==================== oled_spi_responder
## src/rtl/oled_spi_responder.sv

```systemverilog
// SSD1306-style display-side model of the Pmod OLED SPI link: oversamples the serial lines,
// assembles bytes, parses addressing/control commands and writes data bytes to a GDDRAM port.
module oled_spi_responder #(
    parameter int unsigned PAGES   = 4,
    parameter int unsigned COLUMNS = 128
) (
    input  logic       clk,
    input  logic       rst,
    input  logic       CS,
    input  logic       MOSI,
    input  logic       SCK,
    input  logic       data_command_cntr,
    output logic [7:0] byte_out,
    output logic       byte_valid,
    output logic       byte_is_data,
    output logic       gram_we,
    output logic [8:0] gram_addr,
    output logic [7:0] gram_data,
    output logic [7:0] contrast,
    output logic       display_on,
    output logic       frame_done
);

    localparam logic [6:0] ColLast  = 7'(COLUMNS - 1);
    localparam logic [1:0] PageLast = 2'(PAGES - 1);

    typedef enum logic [1:0] {P_IDLE, P_ARG1, P_ARG2} pstate_e;

    // Synchronizer bit order: {CS, MOSI, SCK, D/C}
    logic [3:0] sync1_q, sync2_q;
    logic       sck_prev_q;
    logic [2:0] bit_cnt_q, bit_cnt_d;
    logic [7:0] shift_q, shift_d;
    logic [7:0] byte_out_q, byte_out_d, gram_data_q, gram_data_d, contrast_q, contrast_d;
    logic [7:0] cmd_q, cmd_d;
    logic       byte_valid_q, byte_valid_d, byte_is_data_q, byte_is_data_d;
    logic       gram_we_q, gram_we_d, frame_done_q, frame_done_d;
    logic       display_on_q, display_on_d, mode_page_q, mode_page_d;
    logic [8:0] gram_addr_q, gram_addr_d;
    logic [6:0] col_q, col_d, col_start_q, col_start_d, col_end_q, col_end_d;
    logic [1:0] page_q, page_d, page_start_q, page_start_d, page_end_q, page_end_d;
    pstate_e    state_q, state_d;

    logic       cs_s, mosi_s, sck_s, dc_s, sck_rise, byte_done;
    logic [7:0] new_byte;

    assign cs_s      = sync2_q[3];
    assign mosi_s    = sync2_q[2];
    assign sck_s     = sync2_q[1];
    assign dc_s      = sync2_q[0];
    assign sck_rise  = sck_s & ~sck_prev_q;
    assign byte_done = sck_rise & ~cs_s & (bit_cnt_q == 3'd7);
    assign new_byte  = {shift_q[6:0], mosi_s};

    always_comb begin
        bit_cnt_d      = bit_cnt_q;
        shift_d        = shift_q;
        byte_out_d     = byte_out_q;
        byte_valid_d   = 1'b0;
        byte_is_data_d = byte_is_data_q;
        gram_we_d      = 1'b0;
        gram_addr_d    = gram_addr_q;
        gram_data_d    = gram_data_q;
        frame_done_d   = 1'b0;
        contrast_d     = contrast_q;
        display_on_d   = display_on_q;
        mode_page_d    = mode_page_q;
        col_d          = col_q;
        page_d         = page_q;
        col_start_d    = col_start_q;
        col_end_d      = col_end_q;
        page_start_d   = page_start_q;
        page_end_d     = page_end_q;
        state_d        = state_q;
        cmd_d          = cmd_q;

        if (cs_s) begin
            bit_cnt_d = 3'd0;
            shift_d   = 8'h00;
        end else if (sck_rise) begin
            bit_cnt_d = bit_cnt_q + 3'd1;
            shift_d   = new_byte;
        end

        if (byte_done) begin
            byte_out_d     = new_byte;
            byte_valid_d   = 1'b1;
            byte_is_data_d = dc_s;
            if (dc_s) begin
                gram_we_d   = 1'b1;
                gram_addr_d = {page_q, col_q};
                gram_data_d = new_byte;
                if (mode_page_q) begin
                    col_d = (col_q == ColLast) ? 7'd0 : col_q + 7'd1;
                end else if (col_q == col_end_q) begin
                    col_d = col_start_q;
                    if (page_q == page_end_q) begin
                        page_d       = page_start_q;
                        frame_done_d = 1'b1;
                    end else begin
                        page_d = page_q + 2'd1;
                    end
                end else begin
                    col_d = col_q + 7'd1;
                end
            end else begin
                unique case (state_q)
                    P_IDLE: begin
                        case (new_byte) inside
                            [8'h00:8'h0F]: col_d[3:0] = new_byte[3:0];
                            [8'h10:8'h1F]: col_d[6:4] = new_byte[2:0];
                            [8'hB0:8'hB7]: page_d = new_byte[1:0];
                            8'hAE:         display_on_d = 1'b0;
                            8'hAF:         display_on_d = 1'b1;
                            8'h20, 8'h21, 8'h22, 8'h81, 8'h8D, 8'hA8,
                            8'hD3, 8'hD5, 8'hD9, 8'hDA, 8'hDB: begin
                                state_d = P_ARG1;
                                cmd_d   = new_byte;
                            end
                            default: ;
                        endcase
                    end
                    P_ARG1: begin
                        state_d = P_IDLE;
                        case (cmd_q)
                            8'h20: mode_page_d = (new_byte[1:0] == 2'd2);
                            8'h21: begin
                                col_start_d = new_byte[6:0];
                                state_d     = P_ARG2;
                            end
                            8'h22: begin
                                page_start_d = new_byte[1:0];
                                state_d      = P_ARG2;
                            end
                            8'h81: contrast_d = new_byte;
                            default: ;
                        endcase
                    end
                    P_ARG2: begin
                        state_d = P_IDLE;
                        if (cmd_q == 8'h21) begin
                            col_end_d = new_byte[6:0];
                            col_d     = col_start_q;
                        end else begin
                            page_end_d = new_byte[1:0];
                            page_d     = page_start_q;
                        end
                    end
                    default: state_d = P_IDLE;
                endcase
            end
        end
    end

    always_ff @(posedge clk) begin
        if (rst) begin
            sync1_q        <= 4'b1000;
            sync2_q        <= 4'b1000;
            sck_prev_q     <= 1'b0;
            bit_cnt_q      <= 3'd0;
            shift_q        <= 8'h00;
            byte_out_q     <= 8'h00;
            byte_valid_q   <= 1'b0;
            byte_is_data_q <= 1'b0;
            gram_we_q      <= 1'b0;
            gram_addr_q    <= 9'd0;
            gram_data_q    <= 8'h00;
            frame_done_q   <= 1'b0;
            contrast_q     <= 8'h7F;
            display_on_q   <= 1'b0;
            mode_page_q    <= 1'b1;
            col_q          <= 7'd0;
            page_q         <= 2'd0;
            col_start_q    <= 7'd0;
            col_end_q      <= ColLast;
            page_start_q   <= 2'd0;
            page_end_q     <= PageLast;
            state_q        <= P_IDLE;
            cmd_q          <= 8'h00;
        end else begin
            sync1_q        <= {CS, MOSI, SCK, data_command_cntr};
            sync2_q        <= sync1_q;
            sck_prev_q     <= sck_s;
            bit_cnt_q      <= bit_cnt_d;
            shift_q        <= shift_d;
            byte_out_q     <= byte_out_d;
            byte_valid_q   <= byte_valid_d;
            byte_is_data_q <= byte_is_data_d;
            gram_we_q      <= gram_we_d;
            gram_addr_q    <= gram_addr_d;
            gram_data_q    <= gram_data_d;
            frame_done_q   <= frame_done_d;
            contrast_q     <= contrast_d;
            display_on_q   <= display_on_d;
            mode_page_q    <= mode_page_d;
            col_q          <= col_d;
            page_q         <= page_d;
            col_start_q    <= col_start_d;
            col_end_q      <= col_end_d;
            page_start_q   <= page_start_d;
            page_end_q     <= page_end_d;
            state_q        <= state_d;
            cmd_q          <= cmd_d;
        end
    end

    assign byte_out     = byte_out_q;
    assign byte_valid   = byte_valid_q;
    assign byte_is_data = byte_is_data_q;
    assign gram_we      = gram_we_q;
    assign gram_addr    = gram_addr_q;
    assign gram_data    = gram_data_q;
    assign contrast     = contrast_q;
    assign display_on   = display_on_q;
    assign frame_done   = frame_done_q;

endmodule

```

## config.mk

```make
export PLATFORM = sky130hd
export DESIGN_NAME = oled_spi_responder
export DESIGN_NICKNAME = d
export VERILOG_FILES = /design/src/rtl/oled_spi_responder.sv
export SDC_FILE = /design/constraint.sdc
export NUM_CORES = 1
export LEC_CHECK = 0
export CAP_MARGIN = 15
export CORE_AREA = 10 10 103 105
export DETAILED_ROUTE_END_ITERATION = 10
export DIE_AREA = 0 0 113 115
export DONT_BUFFER_PORTS = 1
export PLACE_DENSITY = 0.7
export REMOVE_ABC_BUFFERS = 1
export SLEW_MARGIN = 25
export SYNTH_ARGS = -nofsm -noshare
export SYNTH_HDL_FRONTEND = slang
export SYNTH_SLANG_ARGS = --single-unit
```

## constraint.sdc

```tcl
create_clock -name clk -period 3 [get_ports clk]
set_clock_uncertainty 0.2 [all_clocks]
set_input_delay 0.45 -clock clk [delete_from_list [all_inputs] [get_ports clk]]
set_output_delay 0.45 -clock clk [all_outputs]
set_load 0.01 [all_outputs]
```

==================== tile_command_issuer
**src/rtl/tile_command_issuer.sv**
```systemverilog
// rtl/tile_command_issuer.sv - tile opcode issuer: spawn, gravity and button commands over valid/ready

package tile_pkg;

    // Opcodes understood by the matrix controller
    typedef enum logic [2:0] {
        eNOP       = 3'd0,
        eNewTile   = 3'd1,
        eMoveDown  = 3'd2,
        eRotate    = 3'd3,
        eMoveLeft  = 3'd4,
        eMoveRight = 3'd5
    } tile_opcode_e;

endpackage

module tile_command_issuer
    import tile_pkg::*;
#(
    parameter int         gravity_period_p = 1000,
    parameter int         drop_shift_p     = 3,
    parameter logic [7:0] lfsr_seed_p      = 8'hA5
) (
    input  logic         clk_i,
    input  logic         reset_i,
    input  logic         start_i,
    input  logic         btn_left_i,
    input  logic         btn_right_i,
    input  logic         btn_rotate_i,
    input  logic         btn_drop_i,
    input  logic         tile_landed_i,
    input  logic         game_over_i,
    output tile_opcode_e opcode_o,
    output logic [7:0]   opcode_op_o,
    output logic         op_v_o,
    input  logic         ready_i,
    output logic [15:0]  tile_count_o,
    output logic         game_over_o
);

    // Fast-drop period, never allowed to collapse below one cycle
    localparam int drop_period_lp =
        ((gravity_period_p >> drop_shift_p) > 0) ? (gravity_period_p >> drop_shift_p) : 1;
    localparam int cnt_w_lp = $clog2(gravity_period_p);
    localparam logic [cnt_w_lp-1:0] norm_reload_lp = cnt_w_lp'(gravity_period_p - 1);
    localparam logic [cnt_w_lp-1:0] drop_reload_lp = cnt_w_lp'(drop_period_lp - 1);

    typedef enum logic [2:0] {
        eIdle  = 3'd0,
        eSpawn = 3'd1,
        eRun   = 3'd2,
        eIssue = 3'd3,
        eOver  = 3'd4
    } state_e;

    state_e                state;
    state_e                next_state;

    logic [7:0]            lfsr;
    logic                  lfsr_fb;
    logic [2:0]            tile_type;

    tile_opcode_e          opcode_q;
    logic [7:0]            operand_q;
    logic [15:0]           tile_count_q;

    logic                  prev_left;
    logic                  prev_right;
    logic                  prev_rotate;
    logic                  prev_drop;

    logic                  pend_new;
    logic                  pend_down;
    logic                  pend_rot;
    logic                  pend_left;
    logic                  pend_right;

    logic                  set_new;
    logic                  set_down;
    logic                  set_rot;
    logic                  set_left;
    logic                  set_right;

    logic [cnt_w_lp-1:0]   grav_cnt;
    logic [cnt_w_lp-1:0]   grav_reload;
    logic                  grav_run;
    logic                  grav_expire;

    logic                  active;
    logic                  op_v;
    logic                  xfer;
    logic                  xfer_new;
    logic                  any_pend;
    logic                  spawn_entry;
    tile_opcode_e          sel_op;

    // Handshake and request qualification
    assign op_v        = (state == eIssue);
    assign xfer        = op_v && ready_i;
    assign xfer_new    = xfer && (opcode_q == eNewTile);
    assign active      = (state != eIdle);
    assign any_pend    = pend_down | pend_rot | pend_left | pend_right;
    assign spawn_entry = (next_state == eSpawn) && (state != eSpawn);

    // Button edges count only once a game is running
    assign set_rot   = active && btn_rotate_i && !prev_rotate;
    assign set_left  = active && btn_left_i   && !prev_left;
    assign set_right = active && btn_right_i  && !prev_right;
    assign set_new   = active && tile_landed_i;
    assign set_down  = (active && btn_drop_i && !prev_drop) || grav_expire;

    // Gravity runs only while the tile is in play
    assign grav_run    = (state == eRun) || (state == eIssue);
    assign grav_expire = grav_run && (grav_cnt == '0);
    assign grav_reload = btn_drop_i ? drop_reload_lp : norm_reload_lp;

    // Shape choice: 7 folds onto 0 so the seven tile types stay in range
    assign lfsr_fb   = lfsr[7] ^ lfsr[5] ^ lfsr[4] ^ lfsr[3];
    assign tile_type = (lfsr[2:0] == 3'd7) ? 3'd0 : lfsr[2:0];

    // LFSR free-runs in every state so the shape depends on timing
    always_ff @(posedge clk_i or posedge reset_i) begin
        if (reset_i) begin
            lfsr <= lfsr_seed_p;
        end else begin
            lfsr <= {lfsr[6:0], lfsr_fb};
        end
    end

    // Previous button levels for rising-edge detection
    always_ff @(posedge clk_i or posedge reset_i) begin
        if (reset_i) begin
            prev_left   <= 1'b0;
            prev_right  <= 1'b0;
            prev_rotate <= 1'b0;
            prev_drop   <= 1'b0;
        end else begin
            prev_left   <= btn_left_i;
            prev_right  <= btn_right_i;
            prev_rotate <= btn_rotate_i;
            prev_drop   <= btn_drop_i;
        end
    end

    // Pending requests: a set in the same cycle as the clearing transfer wins
    always_ff @(posedge clk_i or posedge reset_i) begin
        if (reset_i) begin
            pend_new   <= 1'b0;
            pend_down  <= 1'b0;
            pend_rot   <= 1'b0;
            pend_left  <= 1'b0;
            pend_right <= 1'b0;
        end else begin
            pend_new   <= (pend_new   && !(xfer && (opcode_q == eNewTile)))   || set_new;
            pend_down  <= (pend_down  && !(xfer && (opcode_q == eMoveDown)))  || set_down;
            pend_rot   <= (pend_rot   && !(xfer && (opcode_q == eRotate)))    || set_rot;
            pend_left  <= (pend_left  && !(xfer && (opcode_q == eMoveLeft)))  || set_left;
            pend_right <= (pend_right && !(xfer && (opcode_q == eMoveRight))) || set_right;
        end
    end

    // Gravity timer; a freshly spawned tile gets a full period
    always_ff @(posedge clk_i or posedge reset_i) begin
        if (reset_i) begin
            grav_cnt <= norm_reload_lp;
        end else if (xfer_new) begin
            grav_cnt <= grav_reload;
        end else if (grav_run) begin
            if (grav_cnt == '0) begin
                grav_cnt <= grav_reload;
            end else begin
                grav_cnt <= grav_cnt - 1'b1;
            end
        end
    end

    // Accepted new-tile counter
    always_ff @(posedge clk_i or posedge reset_i) begin
        if (reset_i) begin
            tile_count_q <= 16'd0;
        end else if (xfer_new) begin
            tile_count_q <= tile_count_q + 16'd1;
        end
    end

    // FSM state register
    always_ff @(posedge clk_i or posedge reset_i) begin
        if (reset_i) begin
            state <= eIdle;
        end else begin
            state <= next_state;
        end
    end

    // FSM next state; game over from a live game overrides everything
    always_comb begin
        next_state = state;
        case (state)
            eIdle: begin
                if (start_i) begin
                    next_state = eSpawn;
                end
            end
            eSpawn: begin
                next_state = eIssue;
            end
            eRun: begin
                if (pend_new) begin
                    next_state = eSpawn;
                end else if (any_pend) begin
                    next_state = eIssue;
                end
            end
            eIssue: begin
                if (xfer) begin
                    next_state = eRun;
                end
            end
            eOver: begin
                next_state = eOver;
            end
            default: begin
                next_state = eIdle;
            end
        endcase
        if ((state != eIdle) && game_over_i) begin
            next_state = eOver;
        end
    end

    // Highest-priority movement request (new tile handled via eSpawn)
    always_comb begin
        sel_op = eNOP;
        if (pend_down) begin
            sel_op = eMoveDown;
        end else if (pend_rot) begin
            sel_op = eRotate;
        end else if (pend_left) begin
            sel_op = eMoveLeft;
        end else if (pend_right) begin
            sel_op = eMoveRight;
        end
    end

    // Command register: loaded ahead of valid, frozen until transfer or abort
    always_ff @(posedge clk_i or posedge reset_i) begin
        if (reset_i) begin
            opcode_q  <= eNOP;
            operand_q <= 8'd0;
        end else if (next_state == eOver) begin
            opcode_q  <= eNOP;
            operand_q <= 8'd0;
        end else if (spawn_entry) begin
            opcode_q  <= eNewTile;
            operand_q <= {5'd0, tile_type};
        end else if ((state == eRun) && (next_state == eIssue)) begin
            opcode_q  <= sel_op;
            operand_q <= 8'd0;
        end else if (xfer) begin
            opcode_q  <= eNOP;
            operand_q <= 8'd0;
        end
    end

    // FSM outputs
    always_comb begin
        op_v_o       = op_v;
        game_over_o  = (state == eOver);
        opcode_o     = opcode_q;
        opcode_op_o  = operand_q;
        tile_count_o = tile_count_q;
    end

endmodule
```
**config.mk**
```make
export PLATFORM = sky130hd
export DESIGN_NAME = tile_command_issuer
export DESIGN_NICKNAME = d
export VERILOG_FILES = /design/src/rtl/tile_command_issuer.sv
export SDC_FILE = /design/constraint.sdc
export NUM_CORES = 1
export LEC_CHECK = 0
export CAP_MARGIN = 20
export CORE_UTILIZATION = 40
export CTS_BUF_LIST = sky130_fd_sc_hd__clkbuf_16
export DETAILED_ROUTE_END_ITERATION = 8
export SETUP_SLACK_MARGIN = 0.3
export SYNTH_ARGS = -nofsm -noshare
export SYNTH_HDL_FRONTEND = slang
export SYNTH_SLANG_ARGS = --single-unit
```
**constraint.sdc**
```tcl
create_clock -name clk_i -period 4 [get_ports clk_i]
set_input_delay 0.6 -clock clk_i [delete_from_list [all_inputs] [get_ports clk_i]]
set_output_delay 0.6 -clock clk_i [all_outputs]
set_load 0.005 [all_outputs]
```
==================== multicycle_ctrl
$ cat config.mk
export PLATFORM = sky130hd
export DESIGN_NAME = multicycle_ctrl
export DESIGN_NICKNAME = d
export VERILOG_FILES = /design/src/rtl/multicycle_ctrl.sv
export SDC_FILE = /design/constraint.sdc
export NUM_CORES = 1
export LEC_CHECK = 0
export ABC_CLOCK_PERIOD_IN_PS = 4300
export CAP_MARGIN = 20
export CORE_MARGIN = 4
export CORE_UTILIZATION = 48
export DETAILED_ROUTE_END_ITERATION = 8
export DONT_BUFFER_PORTS = 1
export GPL_TIMING_DRIVEN = 0
export SLEW_MARGIN = 15
export SYNTH_ARGS = -nofsm -noshare
export SYNTH_HDL_FRONTEND = slang
export SYNTH_SLANG_ARGS = --single-unit
$ cat constraint.sdc
create_clock -name clk -period 4.3 [get_ports clk]
set_input_delay 0.86 -clock clk [delete_from_list [all_inputs] [get_ports clk]]
set_output_delay 0.86 -clock clk [all_outputs]
set_load 0.02 [all_outputs]
$ cat src/rtl/multicycle_ctrl.sv
// Multicycle control FSM for a negedge-captured 32-bit datapath: drives register
// write enables and selects, handles memory wait states with timeout, counts retires.
module multicycle_ctrl #(
  parameter int OP_W    = 6,
  parameter int TIMEOUT = 15,
  parameter int CNT_W   = 32
) (
  input  logic             clk,
  input  logic             reset,
  input  logic [OP_W-1:0]  opcode,
  input  logic             zero,
  input  logic             mem_ready,
  output logic             pc_we,
  output logic             pc_sel,
  output logic             ir_we,
  output logic             ab_we,
  output logic             alu_we,
  output logic             mdr_we,
  output logic             rf_we,
  output logic             wb_sel,
  output logic             dst_sel,
  output logic             mem_re,
  output logic             mem_wr,
  output logic             instr_done,
  output logic             illegal_op,
  output logic             bus_err,
  output logic [2:0]       state,
  output logic [CNT_W-1:0] instr_cnt
);

  typedef enum logic [2:0] {
    S_IF  = 3'd0,
    S_DEC = 3'd1,
    S_EXE = 3'd2,
    S_MEM = 3'd3,
    S_WB  = 3'd4
  } state_t;

  localparam logic [OP_W-1:0] OP_RTYPE = OP_W'(6'b100000);
  localparam logic [OP_W-1:0] OP_ADDI  = OP_W'(6'b110000);
  localparam logic [OP_W-1:0] OP_LW    = OP_W'(6'b001111);
  localparam logic [OP_W-1:0] OP_SW    = OP_W'(6'b011111);
  localparam logic [OP_W-1:0] OP_BEQ   = OP_W'(6'b000000);
  localparam logic [OP_W-1:0] OP_B     = OP_W'(6'b111111);

  localparam int WAIT_W = (TIMEOUT > 0) ? $clog2(TIMEOUT + 1) : 1;
  localparam logic [WAIT_W-1:0] TO_VAL = WAIT_W'(TIMEOUT);

  state_t            state_q;
  state_t            next_state;
  logic [WAIT_W-1:0] wait_cnt;
  logic              stay_wait;
  logic              timed_out;

  logic is_rtype, is_addi, is_lw, is_sw, is_beq, is_b, is_legal;

  assign is_rtype = (opcode == OP_RTYPE);
  assign is_addi  = (opcode == OP_ADDI);
  assign is_lw    = (opcode == OP_LW);
  assign is_sw    = (opcode == OP_SW);
  assign is_beq   = (opcode == OP_BEQ);
  assign is_b     = (opcode == OP_B);
  assign is_legal = is_rtype | is_addi | is_lw | is_sw | is_beq | is_b;

  // Only meaningful while mem_ready is low; TIMEOUT of 0 disables the limit.
  assign timed_out = (TIMEOUT != 0) && (wait_cnt == TO_VAL);

  assign state = state_q;

  // Outputs are a pure decode so the enables settle during the high phase,
  // ahead of the datapath's negedge capture. Reset gates everything to 0.
  always_comb begin
    next_state = state_q;
    stay_wait  = 1'b0;
    pc_we      = 1'b0;
    pc_sel     = 1'b0;
    ir_we      = 1'b0;
    ab_we      = 1'b0;
    alu_we     = 1'b0;
    mdr_we     = 1'b0;
    rf_we      = 1'b0;
    wb_sel     = 1'b0;
    dst_sel    = 1'b0;
    mem_re     = 1'b0;
    mem_wr     = 1'b0;
    instr_done = 1'b0;
    illegal_op = 1'b0;
    bus_err    = 1'b0;
    if (!reset) begin
      case (state_q)
        S_IF: begin
          mem_re = 1'b1;
          if (mem_ready) begin
            ir_we      = 1'b1;
            pc_we      = 1'b1;
            next_state = S_DEC;
          end else if (timed_out) begin
            bus_err    = 1'b1;
            next_state = S_IF;
          end else begin
            stay_wait = 1'b1;
          end
        end
        S_DEC: begin
          if (is_legal) begin
            ab_we      = 1'b1;
            next_state = S_EXE;
          end else begin
            illegal_op = 1'b1;
            next_state = S_IF;
          end
        end
        S_EXE: begin
          alu_we = 1'b1;
          if (is_rtype || is_addi) begin
            next_state = S_WB;
          end else if (is_lw || is_sw) begin
            next_state = S_MEM;
          end else if (is_beq) begin
            pc_sel     = 1'b1;
            pc_we      = zero;
            instr_done = 1'b1;
            next_state = S_IF;
          end else if (is_b) begin
            pc_sel     = 1'b1;
            pc_we      = 1'b1;
            instr_done = 1'b1;
            next_state = S_IF;
          end else begin
            next_state = S_IF;
          end
        end
        S_MEM: begin
          mem_re = is_lw;
          mem_wr = is_sw;
          if (!(is_lw || is_sw)) begin
            next_state = S_IF;
          end else if (mem_ready) begin
            if (is_lw) begin
              mdr_we     = 1'b1;
              next_state = S_WB;
            end else begin
              instr_done = 1'b1;
              next_state = S_IF;
            end
          end else if (timed_out) begin
            bus_err    = 1'b1;
            next_state = S_IF;
          end else begin
            stay_wait = 1'b1;
          end
        end
        S_WB: begin
          rf_we      = 1'b1;
          wb_sel     = is_lw;
          dst_sel    = is_rtype;
          instr_done = 1'b1;
          next_state = S_IF;
        end
        default: begin
          next_state = S_IF;
        end
      endcase
    end
  end

  // Any departure from a wait (completion, timeout or state change) restarts
  // the wait counter, so it is always zero on entry to S_IF or S_MEM.
  always_ff @(posedge clk or posedge reset) begin
    if (reset) begin
      state_q   <= S_IF;
      wait_cnt  <= '0;
      instr_cnt <= '0;
    end else begin
      state_q  <= next_state;
      wait_cnt <= stay_wait ? (wait_cnt + WAIT_W'(1)) : '0;
      if (instr_done) begin
        instr_cnt <= instr_cnt + CNT_W'(1);
      end
    end
  end

endmodule
==> oled_spi_responder/m3.png <==
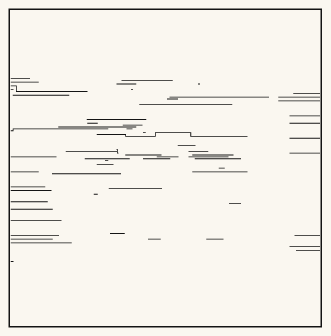
The layer carries 805 µm of wire. The longest straight run is 35.9 µm. The layer holds 8.0% of the routed length. 47 nets have wire on it.
GR met3 Demand/Resource: 5.42%
final WL: 10.0 mm
routed via count: 3437

==> impl_metrics.json, oled_spi_responder <==
{
  "placed_cell_area_mm2": 0.00429,
  "top_cells_by_area": "dfxtp_1 45%, nand2_1 10%, mux2i_1 8.0%",
  "net-switching-power_mw": 0.510,
  "synth_top_area_share_pct": 45.0,
  "ys_sh_simple_pct": 24.7,
  "pg_clk_mw": 0.866,
  "netSwitchingFraction_pct": 23.3,
  "drc_errors": 0,
  "drive_gt1_share_pct": 9.35,
  "status": "complete, no violations",
  "nonClkBufAreaFrac_pct": 3.46,
  "via_per_inst": 5.73,
  "critPathArrivalTime_ns": 2.49,
  "avgSynthCellArea_um2": 8.51,
  "pre_cts_ws_ns": 0.579,
  "dp_cells": 579,
  "largest_register_ffs": 9,
  "whs_path_depth": 2,
  "hold_end": "sync1_q[0]$_SDFF_PP0_",
  "startpoint": "bit_cnt_q[0]$_SDFFE_PP0P_",
  "dr.pass1.iters": 4,
  "finalPower_mw": 2.19,
  "clk_latency_ns": 0.37,
  "crit_required_ns": 3.04,
  "num_rows": 34,
  "ys_sh_mux_pct": 8.04,
  "pwr-share-clk_pct": 39.6,
  "drv_slew": 0
}
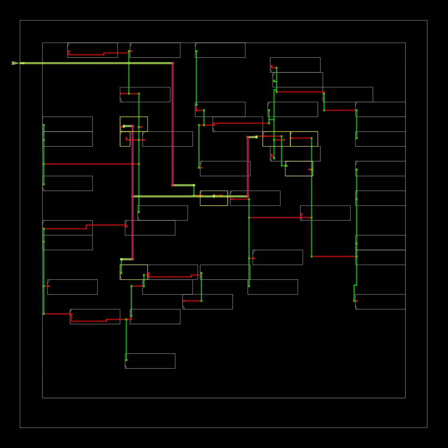
(multicycle_ctrl/clock_nets.png)
CLK BUF: 6
registers: 39
clk_skew: 0.00434 ns
Clk. pwr: 0.247 mW
clk latency of the worst-skew pair: 0.29 ns

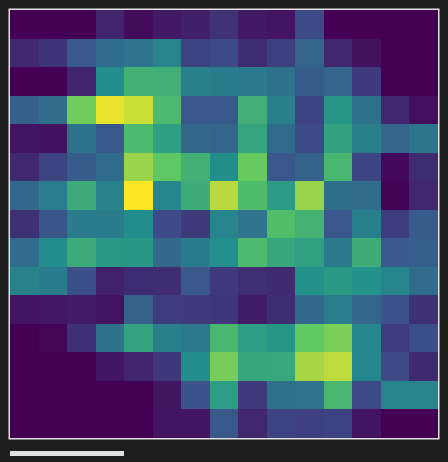
(multicycle_ctrl/route_heat.png)
Bar = 20 µm. 15 x 15 tiles, from dark purple (low) to yellow (high), scaled to the fullest tile. Values are wire area over tile area, all layers added.
The mean over all tiles is 0.14. The fullest tile reaches 0.46. 14% of the tiles are nearly empty.
drt wl/cell: 17.2 µm
routed via count: 1731
final WL: 4.96 mm
GRT Total Usage: 19.1%

==> impl_metrics.json, multicycle_ctrl <==
{
  "status": "complete, no violations",
  "min_period_over_period_pct": 77.1,
  "fin_nets": 248,
  "grt_use_met3_pct": 6.28,
  "drv_cap": 0,
  "drv_slew": 0,
  "nMultiInputCombCells": 172,
  "first_global_vias": 1623,
  "synth_chip_area_mm2": 0.00214,
  "seq_area_um2": 976,
  "whs_path_depth": 1,
  "aoi_share_pct": 6.18,
  "ant_nets": 0,
  "yosys.area_share.xor_xnor_pct": 13.5,
  "path_clk_slew_ns": 0.07
}
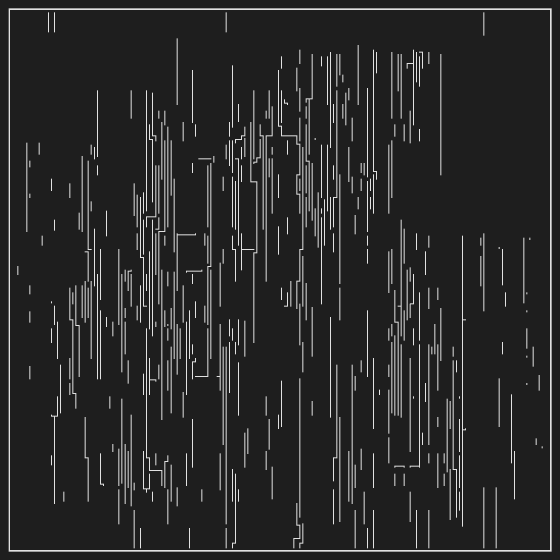
(tile_command_issuer/m2.png)
The longest straight run is 43.5 µm. The wires run mostly vertical. The layer carries 2330 µm of wire. 237 nets have wire on it. The layer holds 47% of the routed length.
final WL: 4.93 mm
routed via count: 1866
met2 Use GR: 27.9%

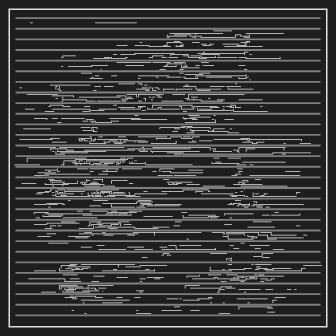
(tile_command_issuer/m1.png)
Supply wires on this layer in gray.
The layer carries 2370 µm of wire. The layer holds 48% of the routed length. The longest straight run is 23.0 µm. The wires run mostly horizontal. 246 nets have wire on it.
met1 Use GR: 22.9%

==> impl_metrics.json, tile_command_issuer <==
{
  "drv_cap": 0,
  "syn_to_final_growth_pct": 21.6,
  "seq-cell-share_pct": 43.4,
  "startpoint": "ready_i",
  "pg_clk_mw": 0.436,
  "intPower_mw": 1.05,
  "status": "complete, no violations",
  "powerSeq_mw": 0.734,
  "path_max_fanout": 13,
  "grt_use_met3_pct": 3.60,
  "clkbuf_count": 5,
  "busiest_layer": "met2",
  "ant_nets": 0,
  "inv_count": 12,
  "critPathArrivalTime_ns": 2.60,
  "leakagePower_nw": 1.28,
  "clock_sinks": 52,
  "setup_slack_ns": 1.62,
  "edf_count": 0,
  "crit_end": "tile_count_o[9]$_DFFE_PP0P_",
  "power_leader": "registers",
  "min-delay-start": "lfsr[6]$_DFF_PP0_"
}

Power is estimated from default activity; no workload was simulated.
